=== hazard_fwd_unit ===
Fig. 1: hazard_fwd_unit, routing congestion map
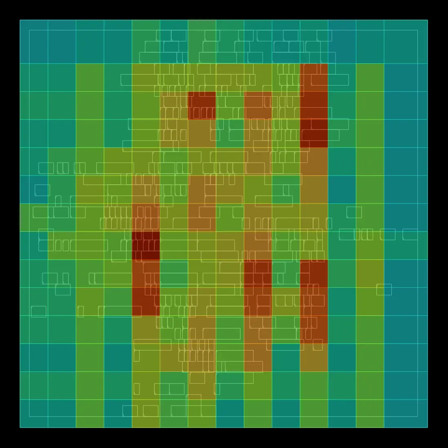

### src/rtl/hazard_fwd_unit.sv
// hazard_fwd_unit: EX/MEM/WB destination-tag tracking, ALU operand forwarding
// selects, load-use stall, branch flush and a saturating stall counter.

// Per-operand forwarding select. {c1,c0}: 01 = MEM result, 10 = WB data,
// 00 = register file. 11 never occurs because c1 is masked by a MEM hit.
module hfu_fwd_sel #(
  parameter int REG_ADDR_W = 5
) (
  input  logic [REG_ADDR_W-1:0] src,
  input  logic [REG_ADDR_W-1:0] mem_rd,
  input  logic                  mem_rw,
  input  logic [REG_ADDR_W-1:0] wb_rd,
  input  logic                  wb_rw,
  input  logic                  en,
  output logic                  c0,
  output logic                  c1
);
  logic mem_hit, wb_hit;

  // Hit detection; $0 is never a forwarding source, MEM beats WB
  always_comb begin
    mem_hit = mem_rw && (mem_rd != '0) && (mem_rd == src);
    wb_hit  = wb_rw  && (wb_rd  != '0) && (wb_rd  == src);
    c0      = en && mem_hit;
    c1      = en && !mem_hit && wb_hit;
  end
endmodule

module hazard_fwd_unit #(
  parameter int REG_ADDR_W = 5,
  parameter int CNT_W      = 16
) (
  input  logic                  clk,
  input  logic                  rst,
  input  logic [REG_ADDR_W-1:0] id_rs,
  input  logic [REG_ADDR_W-1:0] id_rt,
  input  logic                  id_rs_used,
  input  logic                  id_rt_used,
  input  logic [REG_ADDR_W-1:0] id_rd,
  input  logic                  id_reg_write,
  input  logic                  id_mem_read,
  input  logic                  ex_branch_taken,
  output logic                  fwd_a_c0,
  output logic                  fwd_a_c1,
  output logic                  fwd_b_c0,
  output logic                  fwd_b_c1,
  output logic                  stall,
  output logic                  flush_id,
  output logic [CNT_W-1:0]      stall_cnt
);
  localparam int NUM_OPS = 2;

  typedef struct packed {
    logic [REG_ADDR_W-1:0] rs;
    logic [REG_ADDR_W-1:0] rt;
    logic [REG_ADDR_W-1:0] rd;
    logic                  reg_write;
    logic                  mem_read;
  } ex_tag_t;

  typedef struct packed {
    logic [REG_ADDR_W-1:0] rd;
    logic                  reg_write;
  } wr_tag_t;

  ex_tag_t ex_q, ex_d;
  wr_tag_t mem_q, wb_q;
  logic    load_use;

  // Next EX tag: a bubble (all zero) replaces the ID instruction on stall/flush
  always_comb begin
    ex_d = '0;
    if (!(stall || ex_branch_taken)) begin
      ex_d.rs        = id_rs;
      ex_d.rt        = id_rt;
      ex_d.rd        = id_rd;
      ex_d.reg_write = id_reg_write;
      ex_d.mem_read  = id_mem_read;
    end
  end

  // Tag pipeline: MEM and WB advance unconditionally
  always_ff @(posedge clk or posedge rst) begin
    if (rst) begin
      ex_q  <= '0;
      mem_q <= '0;
      wb_q  <= '0;
    end else begin
      ex_q  <= ex_d;
      mem_q <= '{rd: ex_q.rd, reg_write: ex_q.reg_write};
      wb_q  <= mem_q;
    end
  end

  // Load in EX whose result the ID instruction really reads; flush overrides
  always_comb begin
    load_use = ex_q.mem_read && ex_q.reg_write && (ex_q.rd != '0) &&
               ((id_rs_used && (id_rs == ex_q.rd)) ||
                (id_rt_used && (id_rt == ex_q.rd)));
    stall    = load_use && !ex_branch_taken && !rst;
    flush_id = ex_branch_taken && !rst;
  end

  // Stall performance counter, sticks at all-ones
  always_ff @(posedge clk or posedge rst) begin
    if (rst)                          stall_cnt <= '0;
    else if (stall && ~&stall_cnt)    stall_cnt <= stall_cnt + CNT_W'(1);
  end

  logic [NUM_OPS-1:0][REG_ADDR_W-1:0] op_src;
  logic [NUM_OPS-1:0]                 sel_c0, sel_c1;

  assign op_src[0] = ex_q.rs;
  assign op_src[1] = ex_q.rt;

  for (genvar g = 0; g < NUM_OPS; g++) begin : g_op
    hfu_fwd_sel #(.REG_ADDR_W(REG_ADDR_W)) u_sel (
      .src    (op_src[g]),
      .mem_rd (mem_q.rd),
      .mem_rw (mem_q.reg_write),
      .wb_rd  (wb_q.rd),
      .wb_rw  (wb_q.reg_write),
      .en     (!rst),
      .c0     (sel_c0[g]),
      .c1     (sel_c1[g])
    );
  end

  assign fwd_a_c0 = sel_c0[0];
  assign fwd_a_c1 = sel_c1[0];
  assign fwd_b_c0 = sel_c0[1];
  assign fwd_b_c1 = sel_c1[1];
endmodule

### config.mk
export PLATFORM = sky130hd
export DESIGN_NAME = hazard_fwd_unit
export DESIGN_NICKNAME = d
export VERILOG_FILES = /design/src/rtl/hazard_fwd_unit.sv
export SDC_FILE = /design/constraint.sdc
export NUM_CORES = 1
export LEC_CHECK = 0
export ABC_AREA = 1
export CAP_MARGIN = 20
export CORE_MARGIN = 2
export CORE_UTILIZATION = 25
export DETAILED_ROUTE_END_ITERATION = 16
export HOLD_SLACK_MARGIN = 0.08
export SLEW_MARGIN = 20
export SYNTH_ARGS = -nofsm -noshare
export SYNTH_HDL_FRONTEND = slang
export SYNTH_SLANG_ARGS = --single-unit
### constraint.sdc
create_clock -name clk -period 3.2 [get_ports clk]
set_input_delay 0.48 -clock clk [delete_from_list [all_inputs] [get_ports clk]]
set_output_delay 0.48 -clock clk [all_outputs]
set_load 0.02 [all_outputs]
=== toggle_event_rx ===
### config.mk
export PLATFORM = sky130hd
export DESIGN_NAME = toggle_event_rx
export DESIGN_NICKNAME = d
export VERILOG_FILES = /design/src/rtl/toggle_event_rx.sv
export SDC_FILE = /design/constraint.sdc
export NUM_CORES = 1
export LEC_CHECK = 0
export ABC_AREA = 0
export CAP_MARGIN = 20
export CORE_AREA = 2 2 57 46
export CTS_BUF_LIST = sky130_fd_sc_hd__clkbuf_2 sky130_fd_sc_hd__clkbuf_4 sky130_fd_sc_hd__clkbuf_8
export DETAILED_ROUTE_END_ITERATION = 7
export DIE_AREA = 0 0 59 48
export GPL_TIMING_DRIVEN = 0
export PLACE_DENSITY = 0.85
export SETUP_SLACK_MARGIN = 0.3
export SKIP_LAST_GASP = 1
export SYNTH_ARGS = -nofsm -noshare
export SYNTH_HDL_FRONTEND = slang
export SYNTH_SLANG_ARGS = --single-unit
### constraint.sdc
create_clock -name clk_i -period 6.7 [get_ports clk_i]
set_input_delay 1.005 -clock clk_i [delete_from_list [all_inputs] [get_ports clk_i]]
set_output_delay 1.005 -clock clk_i [all_outputs]
set_load 0.01 [all_outputs]
### src/rtl/toggle_event_rx.sv
// rtl/toggle_event_rx.sv - decodes toggle-signalled events into a pending-event queue with valid/ready drain
module toggle_event_rx #(
    parameter int SYNC_STAGES = 2,
    parameter int CNT_W       = 4,
    parameter int TOTAL_W     = 16
) (
    input  logic               clk_i,
    input  logic               rst_i,
    input  logic               t_in_i,
    input  logic               en_i,
    output logic               pulse_o,
    output logic               evt_valid_o,
    input  logic               evt_ready_i,
    output logic [CNT_W-1:0]   pending_o,
    output logic [TOTAL_W-1:0] total_o,
    output logic               overflow_o
);

    localparam logic [CNT_W-1:0] PEND_MAX = '1;

    logic [SYNC_STAGES-1:0] sync_q;
    logic                   t_prev_q;
    logic                   s_last;
    logic                   edge_det;
    logic                   acc;
    logic                   pop;

    logic                   pulse_q;
    logic [CNT_W-1:0]       pending_q, pending_d;
    logic [TOTAL_W-1:0]     total_q, total_d;
    logic                   overflow_q, overflow_d;

    // Synchronizer chain and level tracker run through reset so that the
    // static level seen at reset release never decodes as an event.
    always_ff @(posedge clk_i) begin
        sync_q   <= {sync_q[SYNC_STAGES-2:0], t_in_i};
        t_prev_q <= s_last;
    end

    assign s_last   = sync_q[SYNC_STAGES-1];
    assign edge_det = s_last ^ t_prev_q;
    assign acc      = edge_det & en_i & ~rst_i;
    assign pop      = evt_valid_o & evt_ready_i;

    // Next-state for the pending queue, total count and sticky overflow.
    always_comb begin
        pending_d  = pending_q;
        total_d    = total_q;
        overflow_d = overflow_q;
        if (acc) begin
            total_d = total_q + 1'b1;
        end
        if (acc && !pop) begin
            if (pending_q == PEND_MAX) begin
                overflow_d = 1'b1;
            end else begin
                pending_d = pending_q + 1'b1;
            end
        end else if (pop && !acc) begin
            pending_d = pending_q - 1'b1;
        end
    end

    // Registered event state; reset drops any queued events.
    always_ff @(posedge clk_i) begin
        if (rst_i) begin
            pulse_q    <= 1'b0;
            pending_q  <= '0;
            total_q    <= '0;
            overflow_q <= 1'b0;
        end else begin
            pulse_q    <= acc;
            pending_q  <= pending_d;
            total_q    <= total_d;
            overflow_q <= overflow_d;
        end
    end

    assign pulse_o     = pulse_q;
    assign pending_o   = pending_q;
    assign total_o     = total_q;
    assign overflow_o  = overflow_q;
    assign evt_valid_o = (pending_q != '0);

endmodule

=== switch_post ===
File: src/rtl/switch_post.sv
// rtl/switch_post.sv - egress serializer: pointer/cell FIFOs to MSB-first byte stream
module switch_post #(
    parameter int IFG = 12
) (
    input  logic         clk,
    input  logic         rstn,
    input  logic [15:0]  o_cell_ptr_fifo_din,
    input  logic         o_cell_ptr_fifo_empty,
    output logic         o_cell_ptr_fifo_rd,
    input  logic [127:0] o_cell_data_fifo_din,
    input  logic         o_cell_data_fifo_empty,
    output logic         o_cell_data_fifo_rd,
    input  logic         tx_pause,
    output logic         sof,
    output logic         dv,
    output logic [7:0]   dout,
    output logic [3:0]   portmap,
    output logic         drop,
    output logic         underrun
);

    typedef enum logic [2:0] {
        IDLE,
        PTR_WAIT,
        PTR_LAT,
        CELL_WAIT,
        SEND,
        STALL,
        GAP
    } state_t;

    state_t        state, state_n;
    logic          wait_done, wait_n;
    logic [127:0]  shreg, shreg_n;
    logic [3:0]    byte_idx, byte_n;
    logic [7:0]    cells_left, cells_n;
    logic [7:0]    gap_cnt, gap_n;
    logic          first_cell, first_n;
    logic          stall_pend, stall_n;
    logic          ptr_rd_n, data_rd_n, sof_n, dv_n, drop_n, underrun_n;
    logic [7:0]    dout_n;
    logic [3:0]    portmap_n;

    // Descriptor bits outside portmap/N, and the byte already on dout, are never consumed
    logic unused_bits;
    assign unused_bits = ^{o_cell_ptr_fifo_din[15:12], o_cell_ptr_fifo_din[7:6], shreg[127:120]};

    // State and every output register; reset aborts a frame in flight
    always_ff @(posedge clk or negedge rstn) begin
        if (!rstn) begin
            state               <= IDLE;
            wait_done           <= 1'b0;
            shreg               <= '0;
            byte_idx            <= '0;
            cells_left          <= '0;
            gap_cnt             <= '0;
            first_cell          <= 1'b0;
            stall_pend          <= 1'b0;
            o_cell_ptr_fifo_rd  <= 1'b0;
            o_cell_data_fifo_rd <= 1'b0;
            sof                 <= 1'b0;
            dv                  <= 1'b0;
            dout                <= '0;
            portmap             <= '0;
            drop                <= 1'b0;
            underrun            <= 1'b0;
        end else begin
            state               <= state_n;
            wait_done           <= wait_n;
            shreg               <= shreg_n;
            byte_idx            <= byte_n;
            cells_left          <= cells_n;
            gap_cnt             <= gap_n;
            first_cell          <= first_n;
            stall_pend          <= stall_n;
            o_cell_ptr_fifo_rd  <= ptr_rd_n;
            o_cell_data_fifo_rd <= data_rd_n;
            sof                 <= sof_n;
            dv                  <= dv_n;
            dout                <= dout_n;
            portmap             <= portmap_n;
            drop                <= drop_n;
            underrun            <= underrun_n;
        end
    end

    // Next-state and next-output decode; pulses default low, held values default to current
    always_comb begin
        state_n    = state;
        wait_n     = wait_done;
        shreg_n    = shreg;
        byte_n     = byte_idx;
        cells_n    = cells_left;
        gap_n      = gap_cnt;
        first_n    = first_cell;
        stall_n    = stall_pend;
        ptr_rd_n   = 1'b0;
        data_rd_n  = 1'b0;
        sof_n      = 1'b0;
        dv_n       = 1'b0;
        dout_n     = 8'h00;
        portmap_n  = portmap;
        drop_n     = 1'b0;
        underrun_n = underrun;

        case (state)
            IDLE: begin
                if (!o_cell_ptr_fifo_empty && !tx_pause) begin
                    ptr_rd_n = 1'b1;
                    state_n  = PTR_WAIT;
                end
            end

            PTR_WAIT: state_n = PTR_LAT;

            PTR_LAT: begin
                portmap_n = o_cell_ptr_fifo_din[11:8];
                cells_n   = {o_cell_ptr_fifo_din[5:0], 2'b00};
                first_n   = 1'b1;
                stall_n   = 1'b0;
                if (o_cell_ptr_fifo_din[5:0] == 6'd0) begin
                    drop_n  = 1'b1;
                    state_n = IDLE;
                end else if (o_cell_data_fifo_empty) begin
                    underrun_n = 1'b1;
                    state_n    = STALL;
                end else begin
                    data_rd_n = 1'b1;
                    wait_n    = 1'b0;
                    state_n   = CELL_WAIT;
                end
            end

            // First cycle lets the FIFO take the pop, second loads the returned cell
            CELL_WAIT: begin
                if (!wait_done) begin
                    wait_n = 1'b1;
                end else begin
                    shreg_n = o_cell_data_fifo_din;
                    dout_n  = o_cell_data_fifo_din[127:120];
                    dv_n    = 1'b1;
                    sof_n   = first_cell;
                    first_n = 1'b0;
                    byte_n  = 4'd0;
                    state_n = SEND;
                end
            end

            SEND: begin
                // Prefetch the next cell so it lands exactly when byte 15 ends
                if (byte_idx == 4'd13 && cells_left > 8'd1) begin
                    if (o_cell_data_fifo_empty) begin
                        underrun_n = 1'b1;
                        stall_n    = 1'b1;
                    end else begin
                        data_rd_n = 1'b1;
                    end
                end
                if (byte_idx != 4'd15) begin
                    shreg_n = {shreg[119:0], 8'h00};
                    dout_n  = shreg[119:112];
                    dv_n    = 1'b1;
                    byte_n  = byte_idx + 4'd1;
                end else if (cells_left > 8'd1) begin
                    cells_n = cells_left - 8'd1;
                    byte_n  = 4'd0;
                    if (stall_pend) begin
                        stall_n = 1'b0;
                        state_n = STALL;
                    end else begin
                        shreg_n = o_cell_data_fifo_din;
                        dout_n  = o_cell_data_fifo_din[127:120];
                        dv_n    = 1'b1;
                    end
                end else begin
                    gap_n   = 8'(IFG - 1);
                    state_n = GAP;
                end
            end

            STALL: begin
                if (!o_cell_data_fifo_empty) begin
                    data_rd_n = 1'b1;
                    wait_n    = 1'b0;
                    state_n   = CELL_WAIT;
                end
            end

            GAP: begin
                if (gap_cnt == 8'd0) begin
                    state_n = IDLE;
                end else begin
                    gap_n = gap_cnt - 8'd1;
                end
            end

            default: state_n = IDLE;
        endcase
    end

endmodule
File: config.mk
export PLATFORM = sky130hd
export DESIGN_NAME = switch_post
export DESIGN_NICKNAME = d
export VERILOG_FILES = /design/src/rtl/switch_post.sv
export SDC_FILE = /design/constraint.sdc
export NUM_CORES = 1
export LEC_CHECK = 0
export ABC_AREA = 1
export CAP_MARGIN = 10
export CORE_MARGIN = 1
export CORE_UTILIZATION = 40
export CTS_BUF_LIST = sky130_fd_sc_hd__clkbuf_4
export DETAILED_ROUTE_END_ITERATION = 12
export MAX_ROUTING_LAYER = met4
export PLACE_DENSITY = 0.66
export SLEW_MARGIN = 5
export SYNTH_ARGS = -nofsm -noshare
export SYNTH_HDL_FRONTEND = slang
export SYNTH_SLANG_ARGS = --single-unit
File: constraint.sdc
create_clock -name clk -period 2.4 [get_ports clk]
set_clock_uncertainty 0.1 [all_clocks]
set_input_delay 0.36 -clock clk [delete_from_list [all_inputs] [get_ports clk]]
set_output_delay 0.36 -clock clk [all_outputs]
set_load 0.005 [all_outputs]
Fig. 2: toggle_event_rx, where the registers sit
Scale bar: 20 um. Other sequential cells in the stronger gray, the rest of the logic in the fainter gray.
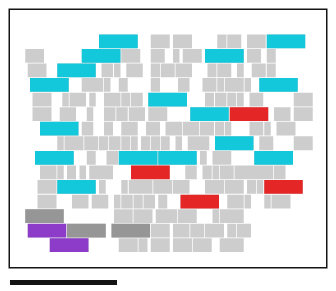
cyan -> total_o  # placed flops 16
purple -> sync_q  # placed flops 2
red -> pending_o  # placed flops 4
not colored = 3

==> flow_summary.rst, toggle_event_rx <==
Synthesis and place-and-route
=============================

.. list-table::
   :header-rows: 1

   * - Metric
     - Value
   * - Number of cells on the critical path
     - 9
   * - Initial antenna violation count
     - 0
   * - Pin count of the biggest net entering global routing
     - 14
   * - DR WL met2
     - 1330 um
   * - Cts bufs inserted
     - 3
   * - Clock network contribution to total cell area
     - 1.98%
   * - Most congested layer reported by global routing
     - met2
   * - Fraction of area in multi-input gates
     - 43.2%
   * - Internal
     - 260 uW
   * - Number of synthesized register bits
     - 25
   * - Top cells by instance count after synthesis
     - 25 x sky130_fd_sc_hd__dfxtp_1, 11 x sky130_fd_sc_hd__nor2_1, 10 x sky130_fd_sc_hd__a21oi_1
   * - Most common cell after layout, fill and taps aside
     - sky130_fd_sc_hd__clkdlybuf4s50_1
   * - Number of pins exceeding their max-slew limit in the final report
     - 0
   * - Power group with the highest consumption
     - registers
   * - Shortest clock period the worst path allows after layout
     - 3260 ps
   * - Vias/cell
     - 5.90
   * - Endpoint required time on the critical path
     - 6930 ps
   * - Share of flip-flops with an asynchronous set or reset after synthesis
     - 0%
   * - WL met3
     - 125 um
   * - YS chip area
     - 0.00119 mm^2
   * - Run status
     - complete, no violations
   * - Wire length of the first global-routing pass
     - 4680 um
   * - Final nets
     - 171
[toggle_event_rx: logic make-up (layout without fill, tap and decap cells)]
group,count (synthesis),count (layout),synth area share [%]
compound gates,28,28,15.9
xor+xnor,9,9,6.63
fa+ha+maj,4,4,4.84
buf+inv,8,39,2.63
flops,25,25,42.1
mux,4,4,3.58
simple gates,52,52,24.3
[toggle_event_rx: worst max path at each step]
stage	to	slack, ps
after CTS	pending_o[3]	3440
after global routing	pending_o[3]	3260
final	pending_o[3]	3440
after global placement	pending_o[3]	3180
after floorplan	pending_o[3]	3820
after detailed placement	pending_o[3]	3080
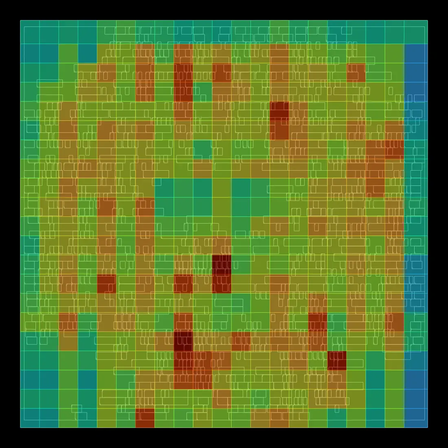
Fig. 3. Routing congestion map (switch_post).
met2 routing resource usage after global routing: 29.9%
global-route track usage on met3: 4.28%
total routing usage reported by global routing: 19.2%

==> flow_summary.rst, switch_post <==
Synthesis and place-and-route
=============================

.. list-table::
   :header-rows: 1

   * - Metric
     - Value
   * - Cells along the critical path
     - inv_1 -> ha_2 -> nor2_1 -> nor2_1 -> nand2_1 -> nand2_1 -> nand3_4 -> buf_16 -> nand2_1 -> o21ai_1
   * - Endpoint required time on the critical path
     - 2750 ps
   * - Setup repair after global routing missed its margin
     - false
   * - Run status
     - complete, no violations
   * - Pin count of the biggest net entering global routing
     - 140
   * - YS chip area
     - 0.00835 mm^2
   * - Hold worst-path end
     - portmap[1]
   * - Leading register cell type out of synthesis
     - sky130_fd_sc_hd__dfrtp_1
   * - Aggregate global routing overflow
     - 0
   * - Wire length of the first global-routing pass
     - 32300 um
   * - Via count
     - 7175
   * - Count of instantiated cells in the yosys netlist
     - 1102
   * - Cts bufs inserted
     - 17
   * - Fin. Hold Viols
     - 0
   * - Path type of the worst setup path
     - reg -> reg
   * - Crit. Startpoint
     - cells_left[0]
   * - Vias/cell
     - 4.68
   * - Critical path data arrival time
     - 2470 ps
   * - Reg2reg end
     - shreg[58]
   * - CTS tree
     - built
   * - Post-Route M1 WL
     - 9590 um
   * - Post-Syn Nets
     - 1257
   * - Multiplexer share of the synthesized area
     - 0%
   * - DR WL met2
     - 9300 um
   * - Die height
     - 146 um
   * - Main logic family
     - simple AND/OR/NAND/NOR gates
==> switch_post: state kept, by name (all words and copies together) (netlist names) <==
signal	flops
state	3
first_cell	1
dout	8
underrun	1
shreg	120
drop	1
o_cell_data_fifo_rd	1
o_cell_ptr_fifo_rd	1
wait_done	1
gap_cnt	8
sof	1
byte_idx	4
dv	1
cells_left	8
portmap	4
stall_pend	1
==> switch_post: layout make-up <==
cell class,count,area [um^2]
repair buffers,180,1850
flip-flops and latches,164,4100
well taps,270,338
diodes,3,7.51
multi-input cells,728,3310
inverters,155,582
fillers,2011,9890
clock inverters,14,150
clock buffers,18,135
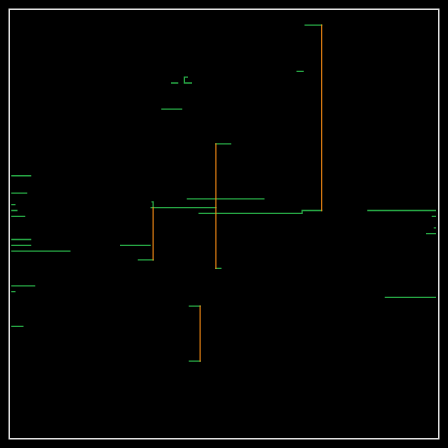
Fig. 4. Metal layers overlaid (hazard_fwd_unit).
Only two layers are drawn.
orange -> met4  # wire length 97.9 um
green -> met3  # wire length 173 um

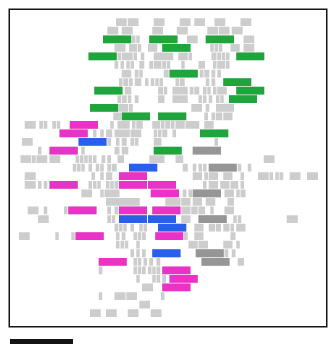
Fig. 5. Where the registers sit (hazard_fwd_unit).
Scale bar: 20 um. Other sequential cells in the stronger gray, the rest of the logic in the fainter gray.
magenta -> ex_q  # placed flops 17
green -> stall_cnt  # placed flops 16
blue -> mem_q  # placed flops 6
not colored = 6

About Fig. 1:
met2 routing resource usage after global routing: 18.4%
global routing usage on met1: 14.7%
final cell utilization of the core: 32.9%

==> flow_summary.rst, hazard_fwd_unit <==
Synthesis and place-and-route
=============================

.. list-table::
   :header-rows: 1

   * - Metric
     - Value
   * - Portion of the post-synthesis area used by sequential elements
     - 48.4%
   * - CTS sink count
     - 45
   * - Hold worst-path end
     - mem_q[0]
   * - Non-clock buffer count
     - 44
   * - Reg2reg end
     - stall_cnt[14]
   * - Floorplan Core Area
     - 0.00911 mm^2
   * - Biggest registers after layout
     - ex_q x17, stall_cnt x16
   * - Adders+Majority by Area
     - 0.538%
   * - Mean cell area of the mapped netlist
     - 8.10 um^2
   * - Post-Route WL
     - 5160 um
   * - Count of instances resized after the clock tree is built
     - 0
   * - Largest register FFs
     - 17
   * - Register-to-register setup slack
     - 1460 ps
   * - Cts bufs inserted
     - 5
   * - Core Density at Floorplan
     - 25.5%
   * - H-tree depth
     - 2
   * - Avg WL per Cell
     - 11.5 um
   * - Vias/cell
     - 4.13
   * - Ao+oa area frac
     - 2.74%
   * - Biggest cell delay along the critical path
     - 630 ps
   * - Most common cell after layout, fill and taps aside
     - sky130_fd_sc_hd__nand2_1
   * - Worst slack at placement
     - 284 ps
   * - Most flop-heavy register
     - ex_q
   * - Power spent charging and discharging nets
     - 277 uW
   * - Peak supply drop
     - 0.000203 V
   * - Pin count of the biggest net entering global routing
     - 47
   * - Run status
     - complete, no violations
   * - Fraction of final layout cells with drive strength greater than 1
     - 7.72%
   * - Commonest cells after routing, fill and taps aside
     - 69 x sky130_fd_sc_hd__nand2_1, 52 x sky130_fd_sc_hd__nor2_1, 45 x sky130_fd_sc_hd__dfrtp_1
   * - Number of synthesized flops with an enable pin
     - 0
   * - DPL Wire Length
     - 3960 um
   * - Total routing usage reported by global routing
     - 11.1%
   * - Aggregate global routing overflow
     - 0
   * - Share of final layout cell area taken by non-clock buffers
     - 14.6%
   * - Multiplexer share of the synthesized area
     - 0%
   * - Multi-input combinational cell count
     - 193
   * - Worst setup path endpoint
     - stall
   * - Most popular library cell in the synthesized design by count
     - sky130_fd_sc_hd__nand2_1
   * - Rows
     - 35
   * - Worst reg2reg startpoint
     - stall_cnt[0]
   * - Sum of negative setup slack
     - 0 ps
   * - Leading register cell type out of synthesis
     - sky130_fd_sc_hd__dfrtp_1
   * - Dominant delay contributor by cell family on the critical path
     - buffers and inverters
   * - Number of synthesized register bits
     - 45
[hazard_fwd_unit: metrics by stage]
step / hold slack, ps / total power, uW / instances
final: 377 / 1180 / 448
after global routing: 389 / 1240 / 448
after CTS: 382 / 1200 / 448
after detailed placement: 362 / 750 / 440
after global placement: 377 / 748 / 440
after floorplan: 348 / 692 / 287
[hazard_fwd_unit: layer usage]
metal | track usage [%] | vias up | share of wire, %
met1 | 14.7 | 833 | 47
met3 | 1.74 | 9 | 3.3
met4 | 4.11 | 0 | 1.9
li1 | - | 971 | -
met5 | 0 | - | 0
met2 | 18.4 | 38 | 47

==> notes/layouts.md <==
Pictures saved along the way, in no particular order.

Logic cells by family.
(a)
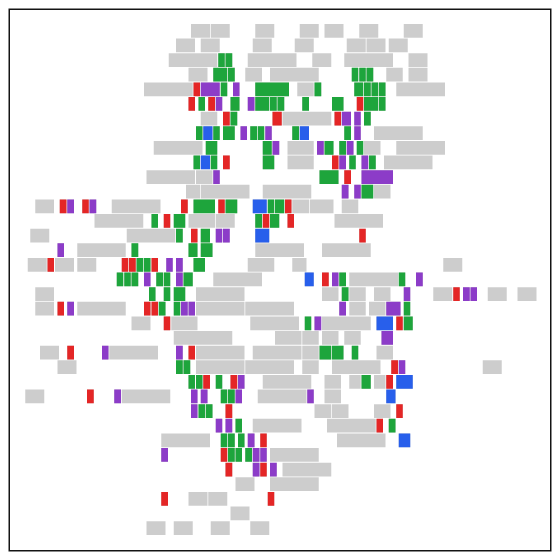
(b)
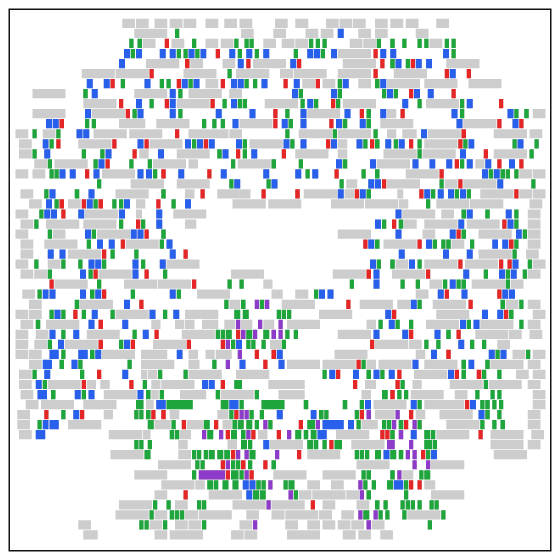
(c)
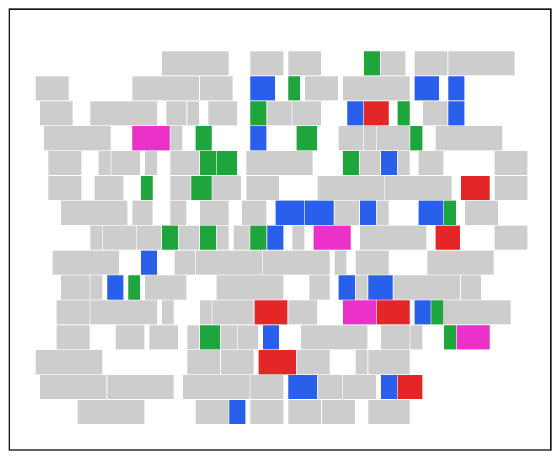
- fewest cells: (c)
(a) comes from hazard_fwd_unit.
(b) comes from switch_post.
(c) comes from toggle_event_rx.


=== i2c_byte_master ===
==> src/rtl/i2c_byte_master.sv <==
// Byte-level I2C master: sequences START, address+R/W, data bytes, ACK/NACK and STOP
// from the data_clk phase produced by the upstream clock-stretch block.
//
// state    | meaning
// ---------+-----------------------------------------------------------
// READY    | idle, bus released, waiting for ena
// START    | SDA pulled low while SCL still idle-high
// ADDR     | shifting out 7-bit address + R/W, MSB first
// SLV_ACK1 | slave acknowledges the address byte
// WR       | shifting out a data byte, MSB first
// RD       | shifting in a data byte, MSB first
// SLV_ACK2 | slave acknowledges a written byte; host may chain another
// MSTR_ACK | master ACKs (more to read) or NACKs (last byte)
// STOP     | SDA released while SCL high, then back to READY
module i2c_byte_master #(
  parameter int ADDR_W = 7,
  parameter int DATA_W = 8
) (
  input  logic              clk,
  input  logic              rst,
  input  logic              data_clk,
  input  logic              ena,
  input  logic [ADDR_W-1:0] addr,
  input  logic              rw,
  input  logic [DATA_W-1:0] data_wr,
  input  logic              sda_in,
  output logic              busy,
  output logic [DATA_W-1:0] data_rd,
  output logic              ack_error,
  output logic              sda_oe,
  output logic              scl_not_ena
);

  typedef enum logic [3:0] {
    READY, START, ADDR, SLV_ACK1, WR, RD, SLV_ACK2, MSTR_ACK, STOP
  } state_t;

  state_t            state_q;
  logic [2:0]        bit_cnt_q;
  logic              data_clk_prev_q;
  logic [ADDR_W:0]   addr_rw_q;
  logic [DATA_W-1:0] data_tx_q;
  logic [DATA_W-1:0] rx_buf_q;
  logic [DATA_W-1:0] data_rd_q;
  logic              busy_q;
  logic              ack_error_q;
  logic              sda_oe_q;
  logic              scl_not_ena_q;

  logic upd_edge;
  logic smp_edge;
  logic same_cmd;

  assign upd_edge = data_clk & ~data_clk_prev_q;
  assign smp_edge = ~data_clk & data_clk_prev_q;
  assign same_cmd = ({addr, rw} == addr_rw_q);

  always_ff @(posedge clk or negedge rst) begin
    if (!rst) begin
      state_q         <= READY;
      bit_cnt_q       <= 3'd7;
      data_clk_prev_q <= 1'b0;
      addr_rw_q       <= '0;
      data_tx_q       <= '0;
      rx_buf_q        <= '0;
      data_rd_q       <= '0;
      busy_q          <= 1'b0;
      ack_error_q     <= 1'b0;
      sda_oe_q        <= 1'b0;
      scl_not_ena_q   <= 1'b1;
    end else begin
      data_clk_prev_q <= data_clk;
      if (upd_edge) begin
        case (state_q)
          READY: begin
            if (ena) begin
              addr_rw_q   <= {addr, rw};
              data_tx_q   <= data_wr;
              busy_q      <= 1'b1;
              ack_error_q <= 1'b0;
              sda_oe_q    <= 1'b1;
              state_q     <= START;
            end else begin
              busy_q   <= 1'b0;
              sda_oe_q <= 1'b0;
            end
          end
          START: begin
            sda_oe_q  <= ~addr_rw_q[ADDR_W];
            bit_cnt_q <= 3'd7;
            state_q   <= ADDR;
          end
          ADDR: begin
            if (bit_cnt_q == 3'd0) begin
              sda_oe_q  <= 1'b0;
              bit_cnt_q <= 3'd7;
              state_q   <= SLV_ACK1;
            end else begin
              sda_oe_q  <= ~addr_rw_q[bit_cnt_q - 3'd1];
              bit_cnt_q <= bit_cnt_q - 3'd1;
            end
          end
          SLV_ACK1: begin
            if (!addr_rw_q[0]) begin
              sda_oe_q <= ~data_tx_q[DATA_W-1];
              state_q  <= WR;
            end else begin
              sda_oe_q <= 1'b0;
              state_q  <= RD;
            end
          end
          WR: begin
            if (bit_cnt_q == 3'd0) begin
              sda_oe_q  <= 1'b0;
              bit_cnt_q <= 3'd7;
              busy_q    <= 1'b0;
              state_q   <= SLV_ACK2;
            end else begin
              sda_oe_q  <= ~data_tx_q[bit_cnt_q - 3'd1];
              bit_cnt_q <= bit_cnt_q - 3'd1;
            end
          end
          RD: begin
            if (bit_cnt_q == 3'd0) begin
              data_rd_q <= rx_buf_q;
              busy_q    <= 1'b0;
              bit_cnt_q <= 3'd7;
              // ACK only when the host already asks for another byte from the same slave
              sda_oe_q  <= ena & same_cmd;
              state_q   <= MSTR_ACK;
            end else begin
              bit_cnt_q <= bit_cnt_q - 3'd1;
            end
          end
          SLV_ACK2: begin
            if (ena && same_cmd) begin
              data_tx_q <= data_wr;
              busy_q    <= 1'b1;
              sda_oe_q  <= ~data_wr[DATA_W-1];
              state_q   <= WR;
            end else begin
              sda_oe_q <= 1'b1;
              state_q  <= STOP;
            end
          end
          MSTR_ACK: begin
            if (ena && same_cmd) begin
              busy_q   <= 1'b1;
              sda_oe_q <= 1'b0;
              state_q  <= RD;
            end else begin
              sda_oe_q <= 1'b1;
              state_q  <= STOP;
            end
          end
          STOP: begin
            sda_oe_q <= 1'b0;
            busy_q   <= 1'b0;
            state_q  <= READY;
          end
          default: state_q <= READY;
        endcase
      end else if (smp_edge) begin
        case (state_q)
          START:              scl_not_ena_q <= 1'b0;
          SLV_ACK1, SLV_ACK2: if (sda_in) ack_error_q <= 1'b1;
          RD:                 rx_buf_q[bit_cnt_q] <= sda_in;
          STOP:               scl_not_ena_q <= 1'b1;
          default: begin
          end
        endcase
      end
    end
  end

  assign busy        = busy_q;
  assign data_rd     = data_rd_q;
  assign ack_error   = ack_error_q;
  assign sda_oe      = sda_oe_q;
  assign scl_not_ena = scl_not_ena_q;

endmodule

==> config.mk <==
export PLATFORM = sky130hd
export DESIGN_NAME = i2c_byte_master
export DESIGN_NICKNAME = d
export VERILOG_FILES = /design/src/rtl/i2c_byte_master.sv
export SDC_FILE = /design/constraint.sdc
export NUM_CORES = 1
export LEC_CHECK = 0
export ABC_AREA = 0
export ABC_CLOCK_PERIOD_IN_PS = 6450
export CAP_MARGIN = 15
export CORE_ASPECT_RATIO = 1.1
export CORE_MARGIN = 1
export CORE_UTILIZATION = 33
export CTS_CLUSTER_DIAMETER = 60
export DETAILED_ROUTE_END_ITERATION = 16
export DONT_BUFFER_PORTS = 1
export GPL_TIMING_DRIVEN = 0
export SETUP_SLACK_MARGIN = 0.05
export SLEW_MARGIN = 10
export SYNTH_ARGS = -nofsm -noshare
export SYNTH_HDL_FRONTEND = slang
export SYNTH_SLANG_ARGS = --single-unit
==> constraint.sdc <==
create_clock -name clk -period 6.45 [get_ports clk]
set_input_delay 1.935 -clock clk [delete_from_list [all_inputs] [get_ports clk]]
set_output_delay 1.935 -clock clk [all_outputs]
set_load 0.005 [all_outputs]
=== cov_harness_seq_flat ===
==> src/rtl/cov_harness_if.sv <==
// cov_harness_if: coverage/assertion bus between a harness top and the reset sequencer
interface cov_harness_if #(
    parameter int COV_WIDTH = 19,
    parameter int CNT_WIDTH = 16
);
    logic [COV_WIDTH-1:0] cov_in;
    logic                 assert_in;
    logic                 clear;
    logic                 dut_meta_reset;
    logic                 dut_reset;
    logic                 active;
    logic [COV_WIDTH-1:0] seen_high;
    logic [COV_WIDTH-1:0] seen_low;
    logic                 all_covered;
    logic                 assert_fail;
    logic [CNT_WIDTH-1:0] assert_cycle;
    logic [CNT_WIDTH-1:0] cycle_count;

    modport master (
        output cov_in, assert_in, clear,
        input  dut_meta_reset, dut_reset, active, seen_high, seen_low,
               all_covered, assert_fail, assert_cycle, cycle_count
    );

    modport slave (
        input  cov_in, assert_in, clear,
        output dut_meta_reset, dut_reset, active, seen_high, seen_low,
               all_covered, assert_fail, assert_cycle, cycle_count
    );
endinterface

==> src/rtl/cov_harness_seq.sv <==
// cov_harness_seq: two-phase DUT reset sequencer with post-reset coverage and first-failure capture
module cov_harness_seq #(
    parameter int COV_WIDTH    = 19,
    parameter int META_CYCLES  = 1,
    parameter int RESET_CYCLES = 1,
    parameter int CNT_WIDTH    = 16
) (
    input logic          clock,
    input logic          reset,
    cov_harness_if.slave bus
);
    localparam int MAXP = META_CYCLES > RESET_CYCLES ? META_CYCLES : RESET_CYCLES;
    localparam int PW   = $clog2(MAXP + 1);

    typedef enum logic [1:0] {META, RST, RUN, HALT} state_t;

    state_t               state = META;
    state_t               state_n;
    logic [PW-1:0]        phase = '0;
    logic                 phase_done;
    logic [COV_WIDTH-1:0] seen_high = '0;
    logic [COV_WIDTH-1:0] seen_low = '0;
    logic [CNT_WIDTH-1:0] cycle_count = '0;
    logic [CNT_WIDTH-1:0] assert_cycle = '0;
    logic                 assert_fail = 1'b0;

    always_comb begin
        phase_done = state == META ? phase == PW'(META_CYCLES - 1)
                                   : phase == PW'(RESET_CYCLES - 1);
        state_n = state;
        if (reset)
            state_n = META;
        else if (state == META && phase_done)
            state_n = RESET_CYCLES == 0 ? RUN : RST;
        else if (state == RST && phase_done)
            state_n = RUN;
        else if (state == RUN && bus.assert_in)
            state_n = HALT;
    end

    always_ff @(posedge clock) begin
        state <= state_n;
        phase <= (reset || state_n != state || state == RUN || state == HALT) ? '0 : phase + PW'(1);
    end

    // a failing cycle's sample is dropped: the trace is no longer valid
    always_ff @(posedge clock) begin
        if (reset) begin
            seen_high    <= '0;
            seen_low     <= '0;
            cycle_count  <= '0;
            assert_cycle <= '0;
            assert_fail  <= 1'b0;
        end else if (state == RUN) begin
            if (bus.assert_in) begin
                assert_fail  <= 1'b1;
                assert_cycle <= cycle_count;
            end else if (bus.clear) begin
                seen_high   <= '0;
                seen_low    <= '0;
                cycle_count <= '0;
            end else begin
                seen_high   <= seen_high | bus.cov_in;
                seen_low    <= seen_low | ~bus.cov_in;
                cycle_count <= &cycle_count ? cycle_count : cycle_count + CNT_WIDTH'(1);
            end
        end
    end

    assign bus.dut_meta_reset = state == META;
    assign bus.dut_reset      = state == META || state == RST;
    assign bus.active         = state == RUN;
    assign bus.seen_high      = seen_high;
    assign bus.seen_low       = seen_low;
    assign bus.all_covered    = &(seen_high & seen_low);
    assign bus.assert_fail    = assert_fail;
    assign bus.assert_cycle   = assert_cycle;
    assign bus.cycle_count    = cycle_count;
endmodule
==> src/flat_wrapper.sv <==
// flat-port wrapper written by rule: the top's interface ports become plain ports
module cov_harness_seq_flat 
#(
    parameter int COV_WIDTH    = 19,
    parameter int META_CYCLES  = 1,
    parameter int RESET_CYCLES = 1,
    parameter int CNT_WIDTH    = 16
)
  (clock, reset, bus_cov_in, bus_assert_in, bus_clear, bus_dut_meta_reset, bus_dut_reset, bus_active, bus_seen_high, bus_seen_low, bus_all_covered, bus_assert_fail, bus_assert_cycle, bus_cycle_count);
  cov_harness_if #(.COV_WIDTH(COV_WIDTH), .CNT_WIDTH(CNT_WIDTH)) bus_i ();
  input logic clock;
  input logic reset;
  input wire logic [$bits(bus_i.cov_in)-1:0] bus_cov_in;
  input wire logic [$bits(bus_i.assert_in)-1:0] bus_assert_in;
  input wire logic [$bits(bus_i.clear)-1:0] bus_clear;
  output wire logic [$bits(bus_i.dut_meta_reset)-1:0] bus_dut_meta_reset;
  output wire logic [$bits(bus_i.dut_reset)-1:0] bus_dut_reset;
  output wire logic [$bits(bus_i.active)-1:0] bus_active;
  output wire logic [$bits(bus_i.seen_high)-1:0] bus_seen_high;
  output wire logic [$bits(bus_i.seen_low)-1:0] bus_seen_low;
  output wire logic [$bits(bus_i.all_covered)-1:0] bus_all_covered;
  output wire logic [$bits(bus_i.assert_fail)-1:0] bus_assert_fail;
  output wire logic [$bits(bus_i.assert_cycle)-1:0] bus_assert_cycle;
  output wire logic [$bits(bus_i.cycle_count)-1:0] bus_cycle_count;
  assign bus_i.cov_in = bus_cov_in;
  assign bus_i.assert_in = bus_assert_in;
  assign bus_i.clear = bus_clear;
  assign bus_dut_meta_reset = bus_i.dut_meta_reset;
  assign bus_dut_reset = bus_i.dut_reset;
  assign bus_active = bus_i.active;
  assign bus_seen_high = bus_i.seen_high;
  assign bus_seen_low = bus_i.seen_low;
  assign bus_all_covered = bus_i.all_covered;
  assign bus_assert_fail = bus_i.assert_fail;
  assign bus_assert_cycle = bus_i.assert_cycle;
  assign bus_cycle_count = bus_i.cycle_count;
  cov_harness_seq #(.COV_WIDTH(COV_WIDTH), .META_CYCLES(META_CYCLES), .RESET_CYCLES(RESET_CYCLES), .CNT_WIDTH(CNT_WIDTH)) u_core (.clock(clock), .reset(reset), .bus(bus_i));
endmodule
==> config.mk <==
export PLATFORM = sky130hd
export DESIGN_NAME = cov_harness_seq_flat
export DESIGN_NICKNAME = d
export VERILOG_FILES = /design/src/rtl/cov_harness_if.sv /design/src/rtl/cov_harness_seq.sv /design/src/flat_wrapper.sv
export SDC_FILE = /design/constraint.sdc
export NUM_CORES = 1
export LEC_CHECK = 0
export ABC_AREA = 1
export ABC_CLOCK_PERIOD_IN_PS = 3100
export CELL_PAD_IN_SITES_DETAIL_PLACEMENT = 0
export CELL_PAD_IN_SITES_GLOBAL_PLACEMENT = 1
export CORE_UTILIZATION = 36
export CTS_BUF_LIST = sky130_fd_sc_hd__clkbuf_4
export CTS_CLUSTER_DIAMETER = 30
export DETAILED_ROUTE_END_ITERATION = 7
export GPL_TIMING_DRIVEN = 0
export PLACE_DENSITY_LB_ADDON = 0.1
export SLEW_MARGIN = 20
export SYNTH_ARGS = -nofsm -noshare
export SYNTH_HDL_FRONTEND = slang
export SYNTH_SLANG_ARGS = --single-unit
==> constraint.sdc <==
create_clock -name clock -period 3.1 [get_ports clock]
set_clock_uncertainty 0.2 [all_clocks]
set_input_delay 0.465 -clock clock [delete_from_list [all_inputs] [get_ports clock]]
set_output_delay 0.465 -clock clock [all_outputs]
set_load 0.005 [all_outputs]

==> notes/layouts.md <==
Pictures saved along the way, in no particular order.

Where the registers sit.
Scale bar: 20 um. Other sequential cells in the stronger gray, the rest of the logic in the fainter gray.
Plate I
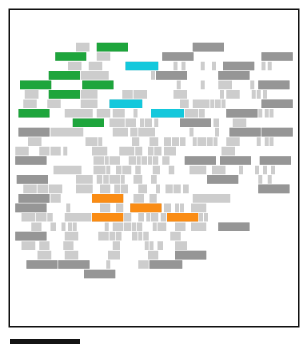
Plate II
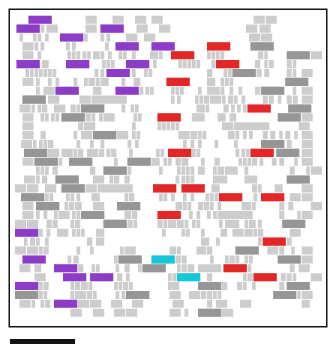
For i2c_byte_master, see Plate I.
For cov_harness_seq_flat, see Plate II.
The one with the most sequential cells is Plate II.
The one with the largest die is Plate II.

Key to Plate II:
purple -> u_core.bus.seen_high  # placed flops 19
red -> u_core.bus.cycle_count  # placed flops 16
cyan -> u_core.state  # placed flops 2
not colored = 37

Fig. 6: cov_harness_seq_flat, logic cells by family
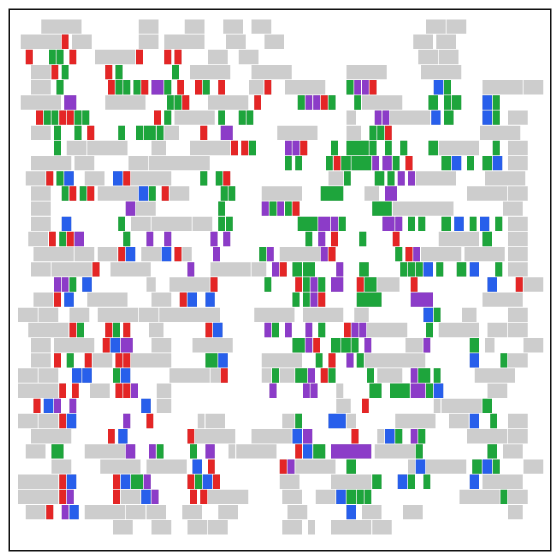
blue -> inverting AOI/OAI gates  # cells 51
red -> inverters  # cells 92
purple -> NOR gates  # cells 73
green -> NAND gates  # cells 157, where all over the die

==> flow_summary.rst, cov_harness_seq_flat <==
Synthesis and place-and-route
=============================

.. list-table::
   :header-rows: 1

   * - Metric
     - Value
   * - Run status
     - complete, no violations
   * - Number of synthesized flops with an enable pin
     - 0
   * - Core Density at Floorplan
     - 37.1%
   * - Endpoint required time on the critical path
     - 2430 ps
   * - Final Hold Slack
     - 194 ps
   * - Number of synthesized register bits
     - 74
   * - Total routing usage reported by global routing
     - 18.5%
   * - Fraction of area in multi-input gates
     - 29.0%
   * - Most congested layer reported by global routing
     - met2
   * - Antenna diode count
     - 0
   * - Path type of the worst setup path
     - reg -> out
   * - Fin. Hold Viols
     - 0
   * - Non-Filler Instances
     - 687
   * - Inst Count DP
     - 671
   * - Most area-hungry cell type in the Yosys netlist
     - sky130_fd_sc_hd__dfxtp_1
   * - Wire length of the first global-routing pass
     - 13900 um
   * - Endpoint kind of the worst setup timing path
     - output pin
   * - Multi-input logic area
     - 0.00131 mm^2
   * - YS chip area
     - 0.00324 mm^2
   * - Fmax
     - 355 MHz
   * - Power in sequential cells
     - 979 uW
   * - Buffers inserted during post-CTS setup optimization
     - 0
   * - Internal
     - 1540 uW
   * - Clock latency on the worst-skew pair
     - 400 ps
   * - Worst reg2reg path depth
     - 10
   * - Static leakage power
     - 0.00201 uW
   * - Power spent charging and discharging nets
     - 431 uW
   * - Register-to-register setup slack
     - 1310 ps
   * - Clock power frac
     - 42.4%
   * - Top cell type's share of synthesized area
     - 45.8%
   * - Post-Synthesis Cell Area
     - 0.00324 mm^2
   * - Top cells by instance count after synthesis
     - 117 x sky130_fd_sc_hd__nand2_1, 89 x sky130_fd_sc_hd__inv_1, 74 x sky130_fd_sc_hd__dfxtp_1
   * - Post-detailed-route DRC marker count
     - 0
==> cov_harness_seq_flat: logic make-up (layout without fill, tap and decap cells) <==
| group | after synthesis | count (layout) | share of synthesized area, % |
|---|---|---|---|
| simple gates | 231 | 231 | 31.8 |
| buf+inv | 109 | 220 | 13.7 |
| flops | 74 | 74 | 45.8 |
| compound gates | 51 | 51 | 8.00 |
| fa+ha+maj | 1 | 1 | 0.386 |
| other cells | 1 | 1 | 0.116 |
| xor+xnor | 1 | 1 | 0.271 |
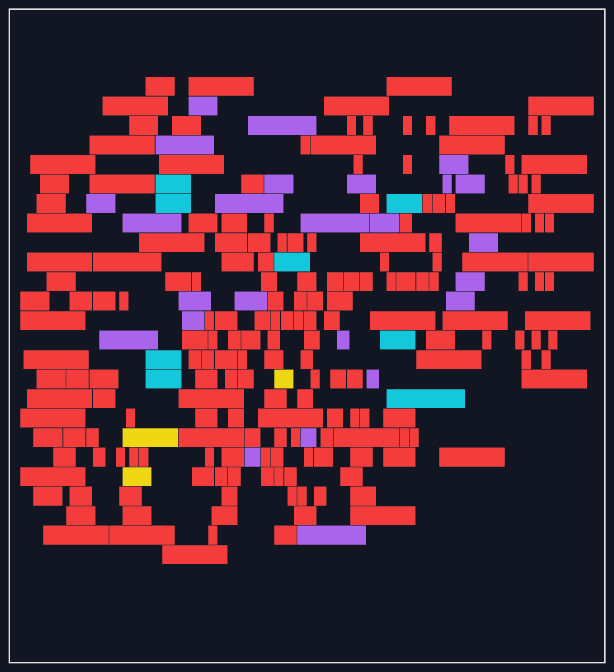
Fig. 7. Sizing map (i2c_byte_master).
purple -> drive 2  # cells 25, share 11%
red -> drive 1 or less  # cells 193, share 84%
yellow -> drive 3 to 4  # cells 3, share 1.3%
cyan -> drive 6 and up  # cells 8, share 3.5%

==> flow_summary.rst, i2c_byte_master <==
Synthesis and place-and-route
=============================

.. list-table::
   :header-rows: 1

   * - Metric
     - Value
   * - Run status
     - complete, no violations
   * - Basic-gate share of the synthesized area counting and, or, nand and nor cells
     - 17.7%
   * - Tap Count
     - 85
   * - Final setup fails
     - 0
   * - Drt first pass iters
     - 4
   * - Non-Filler Instances
     - 314
   * - Min-Delay Path Class
     - reg -> reg
   * - Fraction of power consumed by sequential logic
     - 42.8%
   * - WL met3
     - 331 um
   * - Maximum capacitance violations
     - 0
   * - Sum of negative setup slack
     - 0 ps
   * - Multi-input combinational cell count
     - 156
   * - Adders+Majority by Area
     - 2.11%
   * - Ao+oa area frac
     - 8.71%
   * - Fmax
     - 293 MHz
   * - CTS tree
     - built
   * - Register-to-register setup slack
     - 3710 ps
   * - Count of instances resized after the clock tree is built
     - 0
   * - Worst slack at placement
     - 2700 ps
   * - Number of pins exceeding their max-slew limit in the final report
     - 0
   * - Critical path data arrival time
     - 3600 ps
   * - Number of global-route vias before repair
     - 1744
   * - Global-route track usage on met3
     - 4.66%
   * - Fraction of final layout cells with drive strength greater than 1
     - 15.7%
   * - Areal power density over the cells
     - 406 mW/mm^2
   * - First DRT Iteration DRCs
     - 105
   * - Die height
     - 90.9 um
   * - Peak supply drop
     - 0.000197 V
   * - Placed inst area
     - 0.00248 mm^2
   * - Area growth from synthesis to layout
     - 9.82%
   * - Endpoint kind of the worst setup timing path
     - flip-flop
   * - Pin count of the biggest net entering global routing
     - 45
   * - Number of flip-flops and latches
     - 44
   * - Critical Path Source Type
     - input pin
   * - Maximum clock path buffer count
     - 2
   * - Clock latency on the worst-skew pair
     - 300 ps
   * - DPL Wire Length
     - 3580 um
   * - Number of synthesized flops with an enable pin
     - 0
   * - Critical-path maximum fanout
     - 9
   * - Core Density at Floorplan
     - 34.0%
   * - Clock network contribution to total cell area
     - 4.85%
   * - Fillers
     - 710
   * - Shortest clock period the worst path allows after layout
     - 3420 ps
   * - Non-clock buffer count
     - 9
   * - Tally of unique sky130hd cells used after synthesis
     - 51
   * - Initial antenna violation count
     - 0
   * - Stage-log warning count
     - 28
   * - Slew HR
     - 64.2%
   * - Static leakage power
     - 0.00118 uW
   * - Slew @ Worst Pin
     - 535 ps
-- i2c_byte_master: worst max-delay path by stage --
stage	from	end	slack, ps	cells past startpoint
6_report	data_clk	data_tx_q[1]	3030	6
5_1_grt	data_clk	data_tx_q[1]	2840	6
4_1_cts	data_clk	data_tx_q[1]	3010	6
3_5_place_dp	data_clk	data_tx_q[1]	2700	6
3_3_place_gp	data_clk	data_tx_q[1]	2720	6
2_1_floorplan	data_clk	data_tx_q[3]	3100	6
-- i2c_byte_master: tightest hold or removal path, delay by kind of cell (launching register included) --
family | cells | cell delay [ps]
flops | 1 | 350
simple gates | 2 | 90


==> layout pictures side by side <==
Sizing map.
panel A
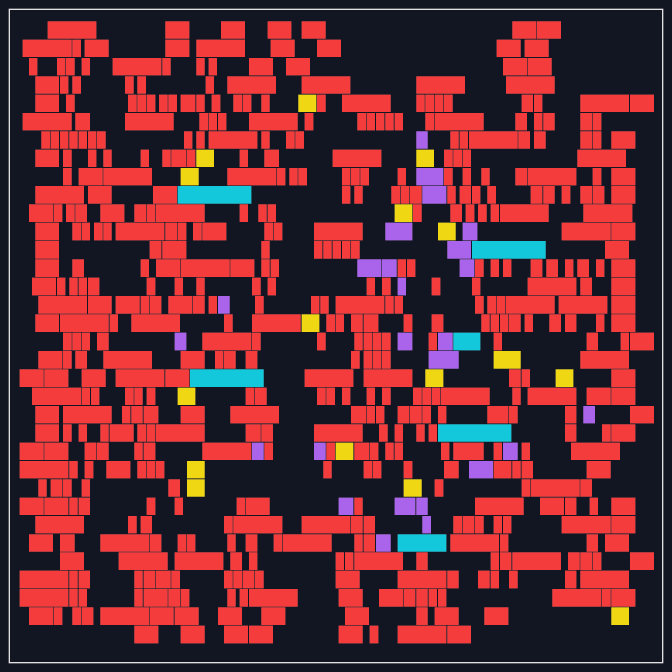
panel B
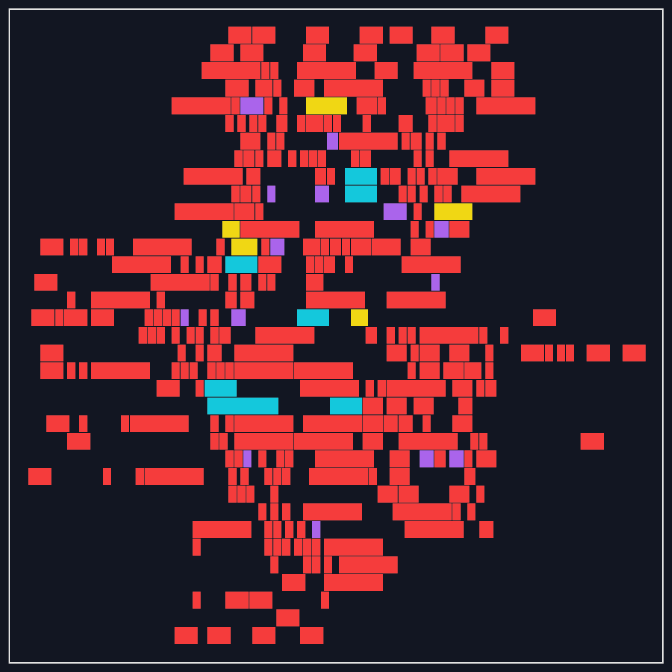
panel C
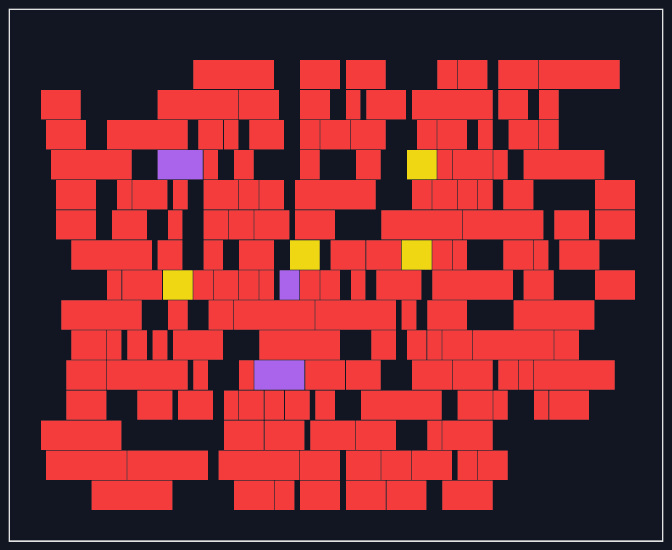
hazard_fwd_unit is panel B.
cov_harness_seq_flat is panel A.
toggle_event_rx is panel C.
- most cells: panel A
- fewest cells: panel C

Key to panel C:
red -> drive 1 or less  # cells 154, share 96%
yellow -> drive 3 to 4  # cells 4, share 2.5%
purple -> drive 2  # cells 3, share 1.9%

Power is estimated from default activity; no workload was simulated.
